==================== dram_sequencer
Figure 1. Track usage over the die (dram_sequencer).
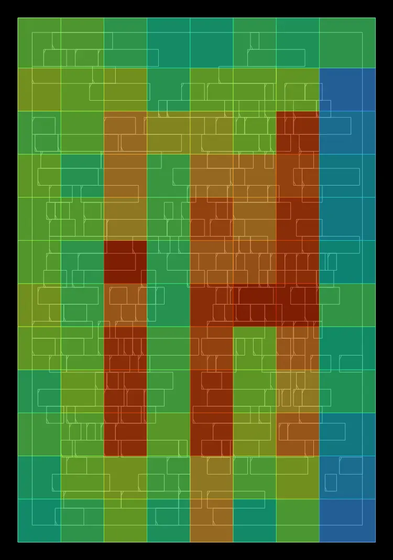
Figure 2. Selected gate families (dram_sequencer).
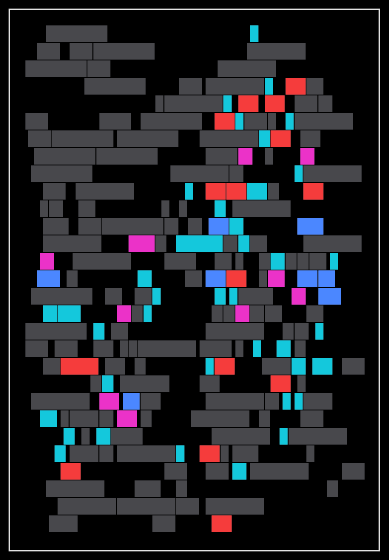
**config.mk**
```make
export PLATFORM = sky130hd
export DESIGN_NAME = dram_sequencer
export DESIGN_NICKNAME = d
export VERILOG_FILES = /design/src/rtl/dram_seq_pkg.sv /design/src/rtl/dram_seq_sync_bit.sv /design/src/rtl/dram_sequencer.sv
export SDC_FILE = /design/constraint.sdc
export NUM_CORES = 1
export LEC_CHECK = 0
export ABC_CLOCK_PERIOD_IN_PS = 2400
export CAP_MARGIN = 20
export CORE_ASPECT_RATIO = 1.5
export CORE_MARGIN = 2
export CORE_UTILIZATION = 45
export DETAILED_ROUTE_END_ITERATION = 10
export SLEW_MARGIN = 15
export SYNTH_ARGS = -nofsm -noshare
export SYNTH_HDL_FRONTEND = slang
export SYNTH_HIERARCHICAL = 1
export SYNTH_SLANG_ARGS = --single-unit
```
**constraint.sdc**
```tcl
create_clock -name CLK -period 2.4 [get_ports CLK]
set_clock_uncertainty 0.2 [all_clocks]
set_input_delay 0.36 -clock CLK [delete_from_list [all_inputs] [get_ports CLK]]
set_output_delay 0.36 -clock CLK [all_outputs]
set_load 0.01 [all_outputs]
```
**src/rtl/dram_seq_pkg.sv**
```systemverilog
// dram_seq_pkg: shared state encoding, bank codes and counter sizing for the DRAM sequencer.
package dram_seq_pkg;
    typedef enum logic [2:0] {ST_IDLE, ST_RAS, ST_MUXW, ST_CAS, ST_REF, ST_PRE} state_t;
    localparam logic BANK1 = 1'b0;
    localparam logic BANK2 = 1'b1;
    localparam int CNT_W = 3;
endpackage

```
**src/rtl/dram_seq_sync_bit.sv**
```systemverilog
// sync_bit: flop-chain synchroniser for one asynchronous Z80 strobe, preset to inactive (1).
module sync_bit #(
    parameter int STAGES = 2
) (
    input  logic CLK,
    input  logic RSTN,
    input  logic d,
    output logic q
);
    logic [STAGES-1:0] sync_q, sync_d;

    always_comb sync_d = {sync_q[STAGES-2:0], d};

    always_ff @(posedge CLK or negedge RSTN)
        if (!RSTN) sync_q <= '1;
        else       sync_q <= sync_d;

    assign q = sync_q[STAGES-1];
endmodule

```
**src/rtl/dram_sequencer.sv**
```systemverilog
// dram_sequencer: single-clock RAS/CAS/MUX generator for Z80 DRAM access and RAS-only refresh,
// with 8-bit refresh row extension on RAMA7 and a sticky refresh-timeout flag.
module dram_sequencer
    import dram_seq_pkg::*;
#(
    parameter int SYNC_STAGES = 2,
    parameter int T_RM        = 1,
    parameter int T_MC        = 1,
    parameter int T_PRE       = 2,
    parameter int REF_TIMEOUT = 4096
) (
    input  logic CLK,
    input  logic RSTN,
    input  logic MREQ,
    input  logic RD,
    input  logic WR,
    input  logic RFSH,
    input  logic A6,
    input  logic A7,
    input  logic A14,
    input  logic A15,
    output logic RAS1,
    output logic RAS2,
    output logic CAS1,
    output logic CAS2,
    output logic MUX,
    output logic RAMA7,
    output logic REFTO
);
    localparam int RT_W = $clog2(REF_TIMEOUT + 1);

    logic mreq_s, rd_s, wr_s, rfsh_s;

    sync_bit #(.STAGES(SYNC_STAGES)) u_sync_mreq (.CLK(CLK), .RSTN(RSTN), .d(MREQ), .q(mreq_s));
    sync_bit #(.STAGES(SYNC_STAGES)) u_sync_rd   (.CLK(CLK), .RSTN(RSTN), .d(RD),   .q(rd_s));
    sync_bit #(.STAGES(SYNC_STAGES)) u_sync_wr   (.CLK(CLK), .RSTN(RSTN), .d(WR),   .q(wr_s));
    sync_bit #(.STAGES(SYNC_STAGES)) u_sync_rfsh (.CLK(CLK), .RSTN(RSTN), .d(RFSH), .q(rfsh_s));

    state_t           state_q, state_d;
    logic [CNT_W-1:0] cnt_q, cnt_d;
    logic [RT_W-1:0]  ref_cnt_q, ref_cnt_d;
    logic bank_q, bank_d, r7_q, r7_d, a6_prev_q, a6_prev_d;
    logic ras1_q, ras1_d, ras2_q, ras2_d, cas1_q, cas1_d, cas2_q, cas2_d;
    logic mux_q, mux_d, rama7_q, rama7_d, refto_q, refto_d;
    logic in_access;

    always_comb begin
        state_d   = state_q;
        bank_d    = bank_q;
        r7_d      = r7_q;
        a6_prev_d = a6_prev_q;
        rama7_d   = rama7_q;
        case (state_q)
            ST_IDLE:
                if (!mreq_s && !rfsh_s) begin
                    state_d   = ST_REF;
                    a6_prev_d = A6;
                    // A6 falling between refreshes means the 7-bit row counter wrapped
                    r7_d      = r7_q ^ (a6_prev_q & ~A6);
                    rama7_d   = r7_d;
                end else if (!mreq_s && (!rd_s || !wr_s) && A15) begin
                    state_d = ST_RAS;
                    bank_d  = A14;
                    rama7_d = A7;
                end
            ST_RAS:  state_d = mreq_s ? ST_PRE : (cnt_q == CNT_W'(T_RM - 1)) ? ST_MUXW : ST_RAS;
            ST_MUXW: state_d = mreq_s ? ST_PRE : (cnt_q == CNT_W'(T_MC - 1)) ? ST_CAS : ST_MUXW;
            ST_CAS:  state_d = mreq_s ? ST_PRE : ST_CAS;
            ST_REF:  state_d = mreq_s ? ST_PRE : ST_REF;
            ST_PRE:  state_d = (cnt_q == CNT_W'(T_PRE - 1)) ? ST_IDLE : ST_PRE;
            default: state_d = ST_IDLE;
        endcase
        cnt_d     = (state_d != state_q) ? '0 : cnt_q + 1'b1;
        in_access = (state_d == ST_RAS) || (state_d == ST_MUXW) || (state_d == ST_CAS);
        ras1_d    = !((state_d == ST_REF) || (in_access && bank_d == BANK1));
        ras2_d    = !((state_d == ST_REF) || (in_access && bank_d == BANK2));
        cas1_d    = !(state_d == ST_CAS && bank_d == BANK1);
        cas2_d    = !(state_d == ST_CAS && bank_d == BANK2);
        mux_d     = (state_d == ST_MUXW) || (state_d == ST_CAS);
        ref_cnt_d = (state_d == ST_REF && state_q != ST_REF) ? '0 :
                    (ref_cnt_q == RT_W'(REF_TIMEOUT)) ? ref_cnt_q : ref_cnt_q + 1'b1;
        refto_d   = refto_q | (ref_cnt_d == RT_W'(REF_TIMEOUT));
    end

    always_ff @(posedge CLK or negedge RSTN)
        if (!RSTN) begin
            state_q   <= ST_IDLE;
            cnt_q     <= '0;
            ref_cnt_q <= '0;
            bank_q    <= BANK1;
            r7_q      <= 1'b0;
            a6_prev_q <= 1'b0;
            ras1_q    <= 1'b1;
            ras2_q    <= 1'b1;
            cas1_q    <= 1'b1;
            cas2_q    <= 1'b1;
            mux_q     <= 1'b0;
            rama7_q   <= 1'b0;
            refto_q   <= 1'b0;
        end else begin
            state_q   <= state_d;
            cnt_q     <= cnt_d;
            ref_cnt_q <= ref_cnt_d;
            bank_q    <= bank_d;
            r7_q      <= r7_d;
            a6_prev_q <= a6_prev_d;
            ras1_q    <= ras1_d;
            ras2_q    <= ras2_d;
            cas1_q    <= cas1_d;
            cas2_q    <= cas2_d;
            mux_q     <= mux_d;
            rama7_q   <= rama7_d;
            refto_q   <= refto_d;
        end

    assign RAS1  = ras1_q;
    assign RAS2  = ras2_q;
    assign CAS1  = cas1_q;
    assign CAS2  = cas2_q;
    assign MUX   = mux_q;
    assign RAMA7 = rama7_q;
    assign REFTO = refto_q;
endmodule
```
==> flow_summary.yaml <==
# implementation run metrics
logic_synthesis:
  mux_share_pct: 2.81
  synth.most_common_cell: "dfrtp_1"
  netlist_area_um2: 1920
  xor_share_pct: 6.85
  ys_cells: 184
detailed_routing:
  routed_wl_mm: 4.04
  post-route-drc-count: 0
cts:
  worstSkewPairLatency_ns: 0.30
  ctsRootBufferMaster: "clkbuf_8"
  numCtsBuffers: 5
  cts_tree: "built"
critical_path:
  cp_max_fo: 6
  slowest_delay_ns: 0.48
  worstSetupStartpoint: "cnt_q[0]$_DFF_PN0_"
  regToRegSetupSlack_ns: 0.13
  path_cells: "inv_1 -> ha_1 -> or3b_2 -> a31oi_4 -> o2111ai_4 -> xor2_2 -> nor3_1"
  endpoint: "cnt_q[0]$_DFF_PN0_"
placed_design:
  place_inst: 242
  port_buffers: 16
  dpl-instance-area_um2: 2120
die:
  top_level_ports: 17
power_and_ir_drop:
  p_leak_uw: 0.000945
timing:
  worst_slew_pin_slew_ns: 0.818
  setup_viol: 0
  fmax_mhz: 441
run_status:
  status: "completed"
About Figure 1:
routing usage on met1: 19.8%
met2 GRT Util: 33.6%
total track usage: 18.8%

About Figure 2:
and/or cells -> magenta  # cells 10, most used and3_1
xor and xnor cells -> red  # cells 15, most used xnor2_1
nor cells -> cyan  # cells 39, most used nor2_1
non-inverting ao/oa cells -> blue  # cells 8, most used o21a_1

[routing by layer]
metal	wire length, um	vias to the layer above	part of all wire (%)
met4	147	0	3.6
met1	1480	708	37
met3	114	14	2.8
met5	0	-	0
li1	-	690	-
met2	2300	29	57
[layout make-up]
| class | instances | area [um2] | share of cell area [%] |
|---|---|---|---|
| clock buffer | 6 | 93.8 | 4.10 |
| inverter | 9 | 33.8 | 1.48 |
| tap | 46 | 57.6 | 2.52 |
| multi-input combinational | 128 | 927 | 40.5 |
| timing repair buffer | 24 | 218 | 9.52 |
| clock inverter | 2 | 16.3 | 0.711 |
| sequential | 37 | 941 | 41.1 |
[metrics by stage]
stage               setup slack (ns)  total power, uW
finish                         0.132             2450
CTS                           0.0919             2370
global route                -0.00458             2640
detailed placement             0.104             1860
floorplan                      0.305             1600
global placement               0.215             1820
[power breakdown]
group	total [uW]	internal (uW)	switching, uW
registers	950	792	158
clock network	507	269	238
logic	991	487	505
total	2450	1550	901
[timing repair]
action                                  CTS  global route
hold buffers                              1             0
buffers inserted                          0             1
endpoints found under the hold margin    18             0
resized                                   0             6
endpoints found under the setup margin    0             5

==================== memory_stage
===== src/rtl/memory_stage.sv =====
// Memory stage of the dual-issue core: performs data-memory accesses for the two EX/MEM slots and builds MEM/WB.
// Latency: 1 cycle for ALU-only pairs; memory pairs take one cycle to start, each access runs until it is acked or times out, plus a retire cycle.
// Backpressure: stall is raised combinationally while any access is pending; upstream must hold ex_mem_0/1 until stall drops.
//
// Ports:
//   clk, rst                 clock and asynchronous active-low reset
//   ex_mem_0/1               EX/MEM slot contents from execute
//   mem_wb_0/1               registered MEM/WB slot contents
//   mem_fwd_data_0/1         ALU result forwarding taps for execute
//   stall                    hold request to upstream
//   dmem_*                   single-outstanding data-memory bus
//   bus_error, halted        sticky status flags

package neocore_pkg;

   typedef struct packed {
      logic        valid;
      logic [31:0] pc;
      logic [4:0]  rd_addr;
      logic [4:0]  rd2_addr;
      logic        rd_we;
      logic        rd2_we;
      logic [31:0] alu_result;
      logic        mem_read;
      logic        mem_write;
      logic [31:0] mem_addr;
      logic [15:0] mem_wdata;
      logic [1:0]  mem_size;
      logic        is_halt;
   } ex_mem_t;

   typedef struct packed {
      logic        valid;
      logic [31:0] pc;
      logic [4:0]  rd_addr;
      logic [4:0]  rd2_addr;
      logic        rd_we;
      logic        rd2_we;
      logic [31:0] wb_data;
      logic        is_halt;
   } mem_wb_t;

endpackage

module memory_stage
   import neocore_pkg::*;
#(
   parameter int MAX_WAIT = 255
)
(
   input  logic        clk,
   input  logic        rst,
   input  ex_mem_t     ex_mem_0,
   input  ex_mem_t     ex_mem_1,
   output mem_wb_t     mem_wb_0,
   output mem_wb_t     mem_wb_1,
   output logic [15:0] mem_fwd_data_0,
   output logic [15:0] mem_fwd_data_1,
   output logic        stall,
   output logic        dmem_req,
   output logic        dmem_we,
   output logic [31:0] dmem_addr,
   output logic [31:0] dmem_wdata,
   output logic [1:0]  dmem_size,
   input  logic        dmem_ack,
   input  logic [31:0] dmem_rdata,
   output logic        bus_error,
   output logic        halted
);

   typedef enum logic [1:0] {
      IDLE = 2'd0,
      ACC0 = 2'd1,
      ACC1 = 2'd2,
      DONE = 2'd3
   } state_t;

   // The counter only has to hold 0..MAX_WAIT-1: the last value ends the access.
   localparam int             CW        = (MAX_WAIT > 1) ? $clog2(MAX_WAIT) : 1;
   localparam logic [CW-1:0]  WAIT_LAST = CW'(MAX_WAIT - 1);

   state_t          state;
   state_t          state_nxt;
   logic [CW-1:0]   wait_cnt;
   logic [31:0]     ld_data_0;
   logic [31:0]     ld_data_1;

   logic            mem_op_0;
   logic            mem_op_1;
   logic            acc_state;
   logic            timeout;
   logic            acc_end;
   logic [1:0]      cur_size;
   logic [31:0]     ld_sel;

   function automatic logic is_load(input ex_mem_t s);
      // A slot with both read and write set is a store.
      return s.valid && s.mem_read && !s.mem_write;
   endfunction

   function automatic logic [31:0] load_pick(input logic [1:0] size, input logic [31:0] d);
      logic [31:0] r;
      r = d;
      case (size)
         2'b00:   r = {24'h0, d[7:0]};
         2'b01:   r = {16'h0, d[15:0]};
         default: r = d;
      endcase
      return r;
   endfunction

   function automatic mem_wb_t wb_of(input ex_mem_t s, input logic [31:0] ld);
      mem_wb_t w;
      w.valid    = s.valid;
      w.pc       = s.pc;
      w.rd_addr  = s.rd_addr;
      w.rd2_addr = s.rd2_addr;
      w.rd_we    = s.rd_we;
      w.rd2_we   = s.rd2_we;
      w.wb_data  = is_load(s) ? ld : s.alu_result;
      w.is_halt  = s.is_halt;
      return w;
   endfunction

   assign mem_op_0  = ex_mem_0.valid && (ex_mem_0.mem_read || ex_mem_0.mem_write);
   assign mem_op_1  = ex_mem_1.valid && (ex_mem_1.mem_read || ex_mem_1.mem_write);
   assign acc_state = (state == ACC0) || (state == ACC1);
   assign timeout   = (wait_cnt == WAIT_LAST);
   // Ack wins over timeout: an ack in the last wait cycle still returns real data.
   assign acc_end   = dmem_ack || timeout;
   assign cur_size  = (state == ACC1) ? ex_mem_1.mem_size : ex_mem_0.mem_size;
   assign ld_sel    = dmem_ack ? load_pick(cur_size, dmem_rdata) : 32'h0;

   assign mem_fwd_data_0 = ex_mem_0.alu_result[15:0];
   assign mem_fwd_data_1 = ex_mem_1.alu_result[15:0];

   always_comb begin
      state_nxt  = state;
      stall      = 1'b0;
      dmem_req   = 1'b0;
      dmem_we    = 1'b0;
      dmem_addr  = 32'h0;
      dmem_wdata = 32'h0;
      dmem_size  = 2'b00;
      case (state)
         IDLE: begin
            if (mem_op_0 || mem_op_1) begin
               stall     = 1'b1;
               state_nxt = mem_op_0 ? ACC0 : ACC1;
            end
         end
         ACC0: begin
            stall      = 1'b1;
            dmem_req   = 1'b1;
            dmem_we    = ex_mem_0.mem_write;
            dmem_addr  = ex_mem_0.mem_addr;
            dmem_wdata = {16'h0, ex_mem_0.mem_wdata};
            dmem_size  = ex_mem_0.mem_size;
            if (acc_end) begin
               state_nxt = mem_op_1 ? ACC1 : DONE;
            end
         end
         ACC1: begin
            stall      = 1'b1;
            dmem_req   = 1'b1;
            dmem_we    = ex_mem_1.mem_write;
            dmem_addr  = ex_mem_1.mem_addr;
            dmem_wdata = {16'h0, ex_mem_1.mem_wdata};
            dmem_size  = ex_mem_1.mem_size;
            if (acc_end) begin
               state_nxt = DONE;
            end
         end
         DONE: begin
            state_nxt = IDLE;
         end
         default: begin
            state_nxt = IDLE;
         end
      endcase
      // State is forced to IDLE in reset, but a memory op on the inputs
      // would still raise stall there; mask it so reset is truly quiet.
      if (!rst) begin
         stall = 1'b0;
      end
   end

   always_ff @(posedge clk or negedge rst) begin
      if (!rst) begin
         state     <= IDLE;
         wait_cnt  <= '0;
         ld_data_0 <= 32'h0;
         ld_data_1 <= 32'h0;
         mem_wb_0  <= '0;
         mem_wb_1  <= '0;
         bus_error <= 1'b0;
         halted    <= 1'b0;
      end else begin
         state <= state_nxt;

         // Cleared on every state change so each access gets a fresh budget.
         if (acc_state && (state_nxt == state)) begin
            wait_cnt <= wait_cnt + CW'(1);
         end else begin
            wait_cnt <= '0;
         end

         if ((state == ACC0) && acc_end) begin
            ld_data_0 <= ld_sel;
         end
         if ((state == ACC1) && acc_end) begin
            ld_data_1 <= ld_sel;
         end
         if (acc_state && timeout && !dmem_ack) begin
            bus_error <= 1'b1;
         end

         if (!stall) begin
            // IDLE without memory ops, or DONE: retire both slots.
            mem_wb_0 <= wb_of(ex_mem_0, ld_data_0);
            mem_wb_1 <= wb_of(ex_mem_1, ld_data_1);
            if ((ex_mem_0.valid && ex_mem_0.is_halt) ||
                (ex_mem_1.valid && ex_mem_1.is_halt)) begin
               halted <= 1'b1;
            end
         end else begin
            // Bubble while the pair is still in flight.
            mem_wb_0.valid <= 1'b0;
            mem_wb_1.valid <= 1'b0;
         end
      end
   end

endmodule


===== config.mk =====
export PLATFORM = sky130hd
export DESIGN_NAME = memory_stage
export DESIGN_NICKNAME = d
export VERILOG_FILES = /design/src/rtl/memory_stage.sv
export SDC_FILE = /design/constraint.sdc
export NUM_CORES = 1
export LEC_CHECK = 0
export CORE_AREA = 2 2 216 218
export DETAILED_ROUTE_END_ITERATION = 8
export DIE_AREA = 0 0 218 220
export GPL_ROUTABILITY_DRIVEN = 1
export REMOVE_ABC_BUFFERS = 1
export SETUP_SLACK_MARGIN = 0.1
export SLEW_MARGIN = 0
export SYNTH_ARGS = -nofsm -noshare
export SYNTH_HDL_FRONTEND = slang
export SYNTH_SLANG_ARGS = --single-unit

===== constraint.sdc =====
create_clock -name clk -period 5.5 [get_ports clk]
set_input_delay 0.55 -clock clk [delete_from_list [all_inputs] [get_ports clk]]
set_output_delay 0.55 -clock clk [all_outputs]
set_load 0.01 [all_outputs]

==> flow_summary.yaml <==
# implementation run metrics
logic_synthesis:
  edf_count: 0
  ys_area_um2: 10600
  synthAdderAreaFrac_pct: 0.828
  synth.most_common_cell: "dfrtp_1"
  area_leaders: "dfrtp_1, mux2_2, mux2i_1"
  ys_cells: 948
timing:
  worst_slew_pin_slew_ns: 1.01
  timing_hold_violations_final: 0
  slew_viol_final: 0
  fmax_mhz: 261
  period_needed_ns: 3.83
  hold-worst-slack_ns: 0.478
die:
  num_rows: 79
  top_level_ports: 554
detailed_routing:
  drtIter0Drc: 387
  post-route-drc-count: 0
  wl_met1_mm: 14.4
critical_path:
  worstSetupStartpoint: "state[1]$_DFF_PN0_"
  path_cells: "inv_1 -> ha_1 -> a21boi_0 -> clkdlybuf4s50_1"
  crit_type: "reg -> out"
  cpMaxStageDelayCell: "ha_1"
cts:
  ctsRootBufferMaster: "clkbuf_16"
  ctsHtreeMaxLevel: 1
final_layout:
  comb_area_um2: 4180
  stdcell_count: 2058
placed_design:
  dp_slack_ns: 2.08
grt:
  grt_busiest_layer: "met2"
  overflow: 0
run_status:
  status: "completed"
-- registers in the layout, summed over array words and instances, names as in the netlist --
name	flops
mem_wb_0	78
ld_data_0	32
wait_cnt	8
state	2
mem_wb_1	78
ld_data_1	32
halted	1
bus_error	1
-- stage by stage --
stage | area, um2 | TNS [ns] | util (%)
after global placement | 16300 | 0 | 35.5
after global routing | 17200 | 0 | 37.5
after detailed placement | 16300 | 0 | 35.5
after floorplan | 9960 | -757.67 | -
final | 17200 | 0 | 37.5
after CTS | 17200 | 0 | 37.5
-- report_power, final --
group | switching (uW) | leakage (uW) | internal, uW
clock network | 730 | 0.000454 | 1110
logic | 1930 | 0.00400 | 2250
registers | 407 | 0.00282 | 2460
-- cell type report --
type                       count  share of cell area (%)
sequential                   232                    33.7
clock inverter                 9                   0.618
inverter                       7                   0.153
timing repair buffer         552                    32.1
tap                          607                    4.41
multi-input combinational    610                    24.3
clock buffer                  41                    4.70
-- worst max-delay path, delay by kind of cell, from the launching register on --
family,cells,cell delay (ns)
compound gates,1,0.63
fa+ha+maj,1,0.84
buf+inv,2,0.79
flops,1,0.46
-- repair_timing --
action                     4_1_cts  5_1_grt
setup endpoints to repair        0        0
hold buffers                     1        0
hold endpoints to repair        50        0
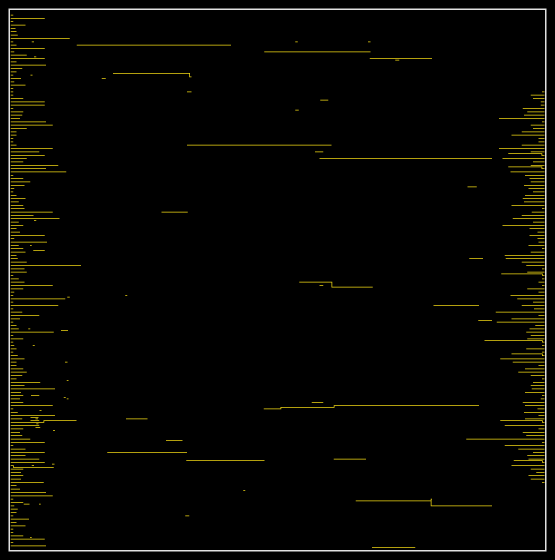
Figure 3: memory_stage, M3 wires.
share of all routed wire = 6.9%
nets with wire on the layer = 302
wire length on this layer = 2600 um
longest straight run = 69.9 um
main direction = horizontal


==================== button_led_ctrl_flat
## src/rtl/button_led_if.sv

```systemverilog
// Button/LED channel bundle: raw buttons and clear in, LED drive, debounced levels and press reporting out.
interface button_led_if #(
    parameter int N_BTN = 3,
    parameter int CNT_W = 8
) ();
    localparam int IDX_W = (N_BTN > 1) ? $clog2(N_BTN) : 1;

    logic [N_BTN-1:0] btn;
    logic             clear;
    logic [N_BTN-1:0] led;
    logic [N_BTN-1:0] btn_stable;
    logic             press_valid;
    logic [IDX_W-1:0] press_idx;
    logic [CNT_W-1:0] press_count;

    modport master (
        output btn, clear,
        input  led, btn_stable, press_valid, press_idx, press_count
    );

    modport slave (
        input  btn, clear,
        output led, btn_stable, press_valid, press_idx, press_count
    );
endinterface

```

## src/rtl/button_led_ctrl.sv

```systemverilog
// Debounced button front end with press-event reporting, saturating press counter and LED drive
// in momentary, latch-last or toggle mode.
module button_led_ctrl #(
    parameter int N_BTN        = 3,
    parameter int DEBOUNCE_CYC = 4,
    parameter int MODE         = 0,
    parameter int CNT_W        = 8
) (
    input  logic      clk,
    input  logic      rst_n,
    button_led_if.slave bus
);
    localparam int IDX_W = (N_BTN > 1) ? $clog2(N_BTN) : 1;
    localparam int DCW   = (DEBOUNCE_CYC > 1) ? $clog2(DEBOUNCE_CYC) : 1;

    logic [N_BTN-1:0] sync_a;
    logic [N_BTN-1:0] sync_s;
    logic [N_BTN-1:0] stable;
    logic [N_BTN-1:0] stable_prev;
    logic [DCW-1:0]   dcnt [N_BTN];

    logic [N_BTN-1:0] led_q;
    logic             pv_q;
    logic [IDX_W-1:0] idx_q;
    logic [CNT_W-1:0] count_q;

    logic [N_BTN-1:0] ev;
    logic             any_ev;
    logic [IDX_W-1:0] ev_idx;
    logic [N_BTN-1:0] ev_oh;
    logic [N_BTN-1:0] stable_oh;
    logic [N_BTN-1:0] led_next;

    always_ff @(posedge clk) begin
        if (!rst_n) begin
            sync_a      <= '0;
            sync_s      <= '0;
            stable      <= '0;
            stable_prev <= '0;
            for (int i = 0; i < N_BTN; i++) begin
                dcnt[i] <= '0;
            end
        end else begin
            sync_a      <= bus.btn;
            sync_s      <= sync_a;
            stable_prev <= stable;
            for (int i = 0; i < N_BTN; i++) begin
                if (sync_s[i] == stable[i]) begin
                    dcnt[i] <= '0;
                end else if (dcnt[i] == DCW'(DEBOUNCE_CYC - 1)) begin
                    stable[i] <= sync_s[i];
                    dcnt[i]   <= '0;
                end else begin
                    dcnt[i] <= dcnt[i] + DCW'(1);
                end
            end
        end
    end

    assign ev        = stable & ~stable_prev;
    assign any_ev    = |ev;
    assign ev_oh     = ev & (~ev + N_BTN'(1));
    assign stable_oh = stable & (~stable + N_BTN'(1));

    always_comb begin
        ev_idx = '0;
        for (int i = N_BTN - 1; i >= 0; i--) begin
            if (ev[i]) begin
                ev_idx = IDX_W'(i);
            end
        end
    end

    // Unsupported MODE values fall into the momentary branch.
    always_comb begin
        led_next = stable_oh;
        case (MODE)
            1:       led_next = any_ev ? ev_oh : led_q;
            2:       led_next = led_q ^ ev;
            default: led_next = stable_oh;
        endcase
    end

    always_ff @(posedge clk) begin
        if (!rst_n) begin
            led_q   <= '0;
            pv_q    <= 1'b0;
            idx_q   <= '0;
            count_q <= '0;
        end else if (bus.clear) begin
            led_q   <= '0;
            pv_q    <= 1'b0;
            count_q <= '0;
        end else begin
            led_q <= led_next;
            pv_q  <= any_ev;
            if (any_ev) begin
                idx_q <= ev_idx;
                if (count_q != '1) begin
                    count_q <= count_q + CNT_W'(1);
                end
            end
        end
    end

    assign bus.led         = led_q;
    assign bus.btn_stable  = stable;
    assign bus.press_valid = pv_q;
    assign bus.press_idx   = idx_q;
    assign bus.press_count = count_q;
endmodule

```

## src/flat_wrapper.sv

```systemverilog
// flat-port wrapper written by rule: the top's interface ports become plain ports
module button_led_ctrl_flat 
#(
    parameter int N_BTN        = 3,
    parameter int DEBOUNCE_CYC = 4,
    parameter int MODE         = 0,
    parameter int CNT_W        = 8
)
  (clk, rst_n, bus_btn, bus_clear, bus_led, bus_btn_stable, bus_press_valid, bus_press_idx, bus_press_count);
  button_led_if #(.N_BTN(N_BTN), .CNT_W(CNT_W)) bus_i ();
  input  logic clk;
  input  logic rst_n;
  input wire logic [$bits(bus_i.btn)-1:0] bus_btn;
  input wire logic [$bits(bus_i.clear)-1:0] bus_clear;
  output wire logic [$bits(bus_i.led)-1:0] bus_led;
  output wire logic [$bits(bus_i.btn_stable)-1:0] bus_btn_stable;
  output wire logic [$bits(bus_i.press_valid)-1:0] bus_press_valid;
  output wire logic [$bits(bus_i.press_idx)-1:0] bus_press_idx;
  output wire logic [$bits(bus_i.press_count)-1:0] bus_press_count;
  assign bus_i.btn = bus_btn;
  assign bus_i.clear = bus_clear;
  assign bus_led = bus_i.led;
  assign bus_btn_stable = bus_i.btn_stable;
  assign bus_press_valid = bus_i.press_valid;
  assign bus_press_idx = bus_i.press_idx;
  assign bus_press_count = bus_i.press_count;
  button_led_ctrl #(.N_BTN(N_BTN), .DEBOUNCE_CYC(DEBOUNCE_CYC), .MODE(MODE), .CNT_W(CNT_W)) u_core (.clk(clk), .rst_n(rst_n), .bus(bus_i));
endmodule
```

## config.mk

```make
export PLATFORM = sky130hd
export DESIGN_NAME = button_led_ctrl_flat
export DESIGN_NICKNAME = d
export VERILOG_FILES = /design/src/rtl/button_led_if.sv /design/src/rtl/button_led_ctrl.sv /design/src/flat_wrapper.sv
export SDC_FILE = /design/constraint.sdc
export NUM_CORES = 1
export LEC_CHECK = 0
export CAP_MARGIN = 40
export CORE_ASPECT_RATIO = 1.5
export CORE_MARGIN = 8
export CORE_UTILIZATION = 46
export CTS_CLUSTER_DIAMETER = 80
export CTS_CLUSTER_SIZE = 20
export DETAILED_ROUTE_END_ITERATION = 16
export PLACE_DENSITY = 0.74
export SLEW_MARGIN = 20
export SYNTH_ARGS = -nofsm -noshare
export SYNTH_HDL_FRONTEND = slang
export SYNTH_SLANG_ARGS = --single-unit
```

## constraint.sdc

```tcl
create_clock -name clk -period 1.4 [get_ports clk]
set_input_delay 0.21 -clock clk [delete_from_list [all_inputs] [get_ports clk]]
set_output_delay 0.21 -clock clk [all_outputs]
set_load 0.01 [all_outputs]
```

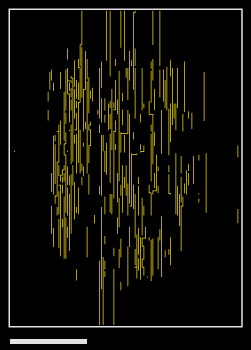
Figure 4: button_led_ctrl_flat, metal 2.
Bar = 20 um.
share of all routed wire = 55%
longest straight run = 28.6 um

## worst max-delay path by stage
stage / end / cells past startpoint
floorplan: u_core.bus.press_count[7]$_SDFFE_PP0P_ / 5
CTS: u_core.bus.press_count[6]$_SDFFE_PP0P_ / 5
global placement: u_core.bus.press_count[7]$_SDFFE_PP0P_ / 4
detailed placement: u_core.bus.press_count[6]$_SDFFE_PP0P_ / 5
global route: u_core.bus.press_count[7]$_SDFFE_PP0P_ / 4
finish: u_core.bus.press_count[7]$_SDFFE_PP0P_ / 4
## timing repair
item / in CTS / in global routing
endpoints found under the setup margin: 13 / 7
cloned: 0 / 0
pin swaps: 0 / 3
resized: 14 / 3
## cells by family after synthesis
kind of cell / share of synthesized area (%)
buf+inv: 1.41
compound gates: 7.04
simple gates: 27.8
xor+xnor: 2.63
fa+ha+maj: 3.75
flops: 52.5
other cells: 0.281
mux: 4.60
## sequential cells by signal (all words and copies together) (netlist names)
name                    flops
u_core.bus.press_count      8
u_core.bus.press_idx        2
u_core.bus.press_valid      1
u_core.stable_prev          3
u_core.sync_s               3
u_core.bus.led              3
u_core.bus.btn_stable       3
u_core.sync_a               3
u_core.dcnt                 6
==> flow_summary.yaml <==
# implementation run metrics
run_status:
  status: "completed"
die:
  die_y_um: 82.0
  tap_cells: 39
  top_level_ports: 23
  num_rows: 24
job:
  openroad.warnings: 28
final_layout:
  clock_buffers: 5
  antenna_cells: 0
  clockNetworkAreaShare_pct: 4.49
  register_area_um2: 704
  final-nonclk-buf-share_pct: 18.7
  fill_cells: 255
  final_util_pct: 65.1
cts:
  clk_path_buf_depth: 2
critical_path:
  critPathRequiredTime_ns: 1.57
  path_cells: "and2b_4 -> nor3_4 -> nor4_2 -> mux2_1"
  cp-start-kind: "register"
placed_design:
  dp_slack_ns: -0.000772
power_and_ir_drop:
  power.total_uw: 1730
  powerDensity_nw_per_um2: 942
  p_switching_uw: 384
  powerComb_uw: 97.4
  swShare_pct: 22.2
  power.group.top: "registers"
grt:
  grt_pass1_vias: 1077
  antenna_found_initial: 0
logic_synthesis:
  synth_seq_share_pct: 52.5
  flop_cell: "dfxtp_1"
detailed_routing:
  wl_met1_mm: 1.11


## Gallery

Sequential cells grouped by signal name.
Plate I
Bar = 50 um. Other sequential cells in the stronger gray, the rest of the logic in the fainter gray.
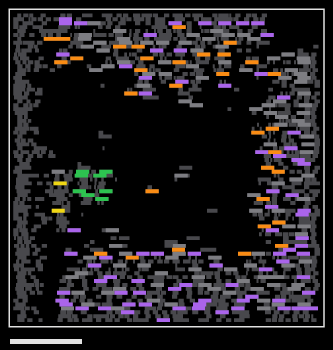
Plate II
Bar = 20 um. Other sequential cells in the stronger gray, the rest of the logic in the fainter gray.
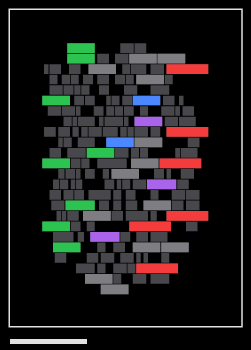
Plate III
Bar = 20 um. Other sequential cells in the stronger gray, the rest of the logic in the fainter gray.
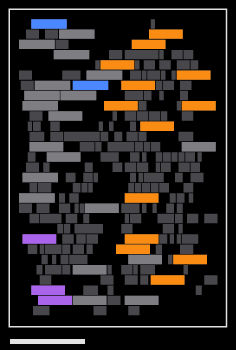
Of these, fewest cells: Plate II
Plate II is button_led_ctrl_flat.
Plate III is dram_sequencer.
Plate I is memory_stage.

Power and IR drop assume default switching activity.
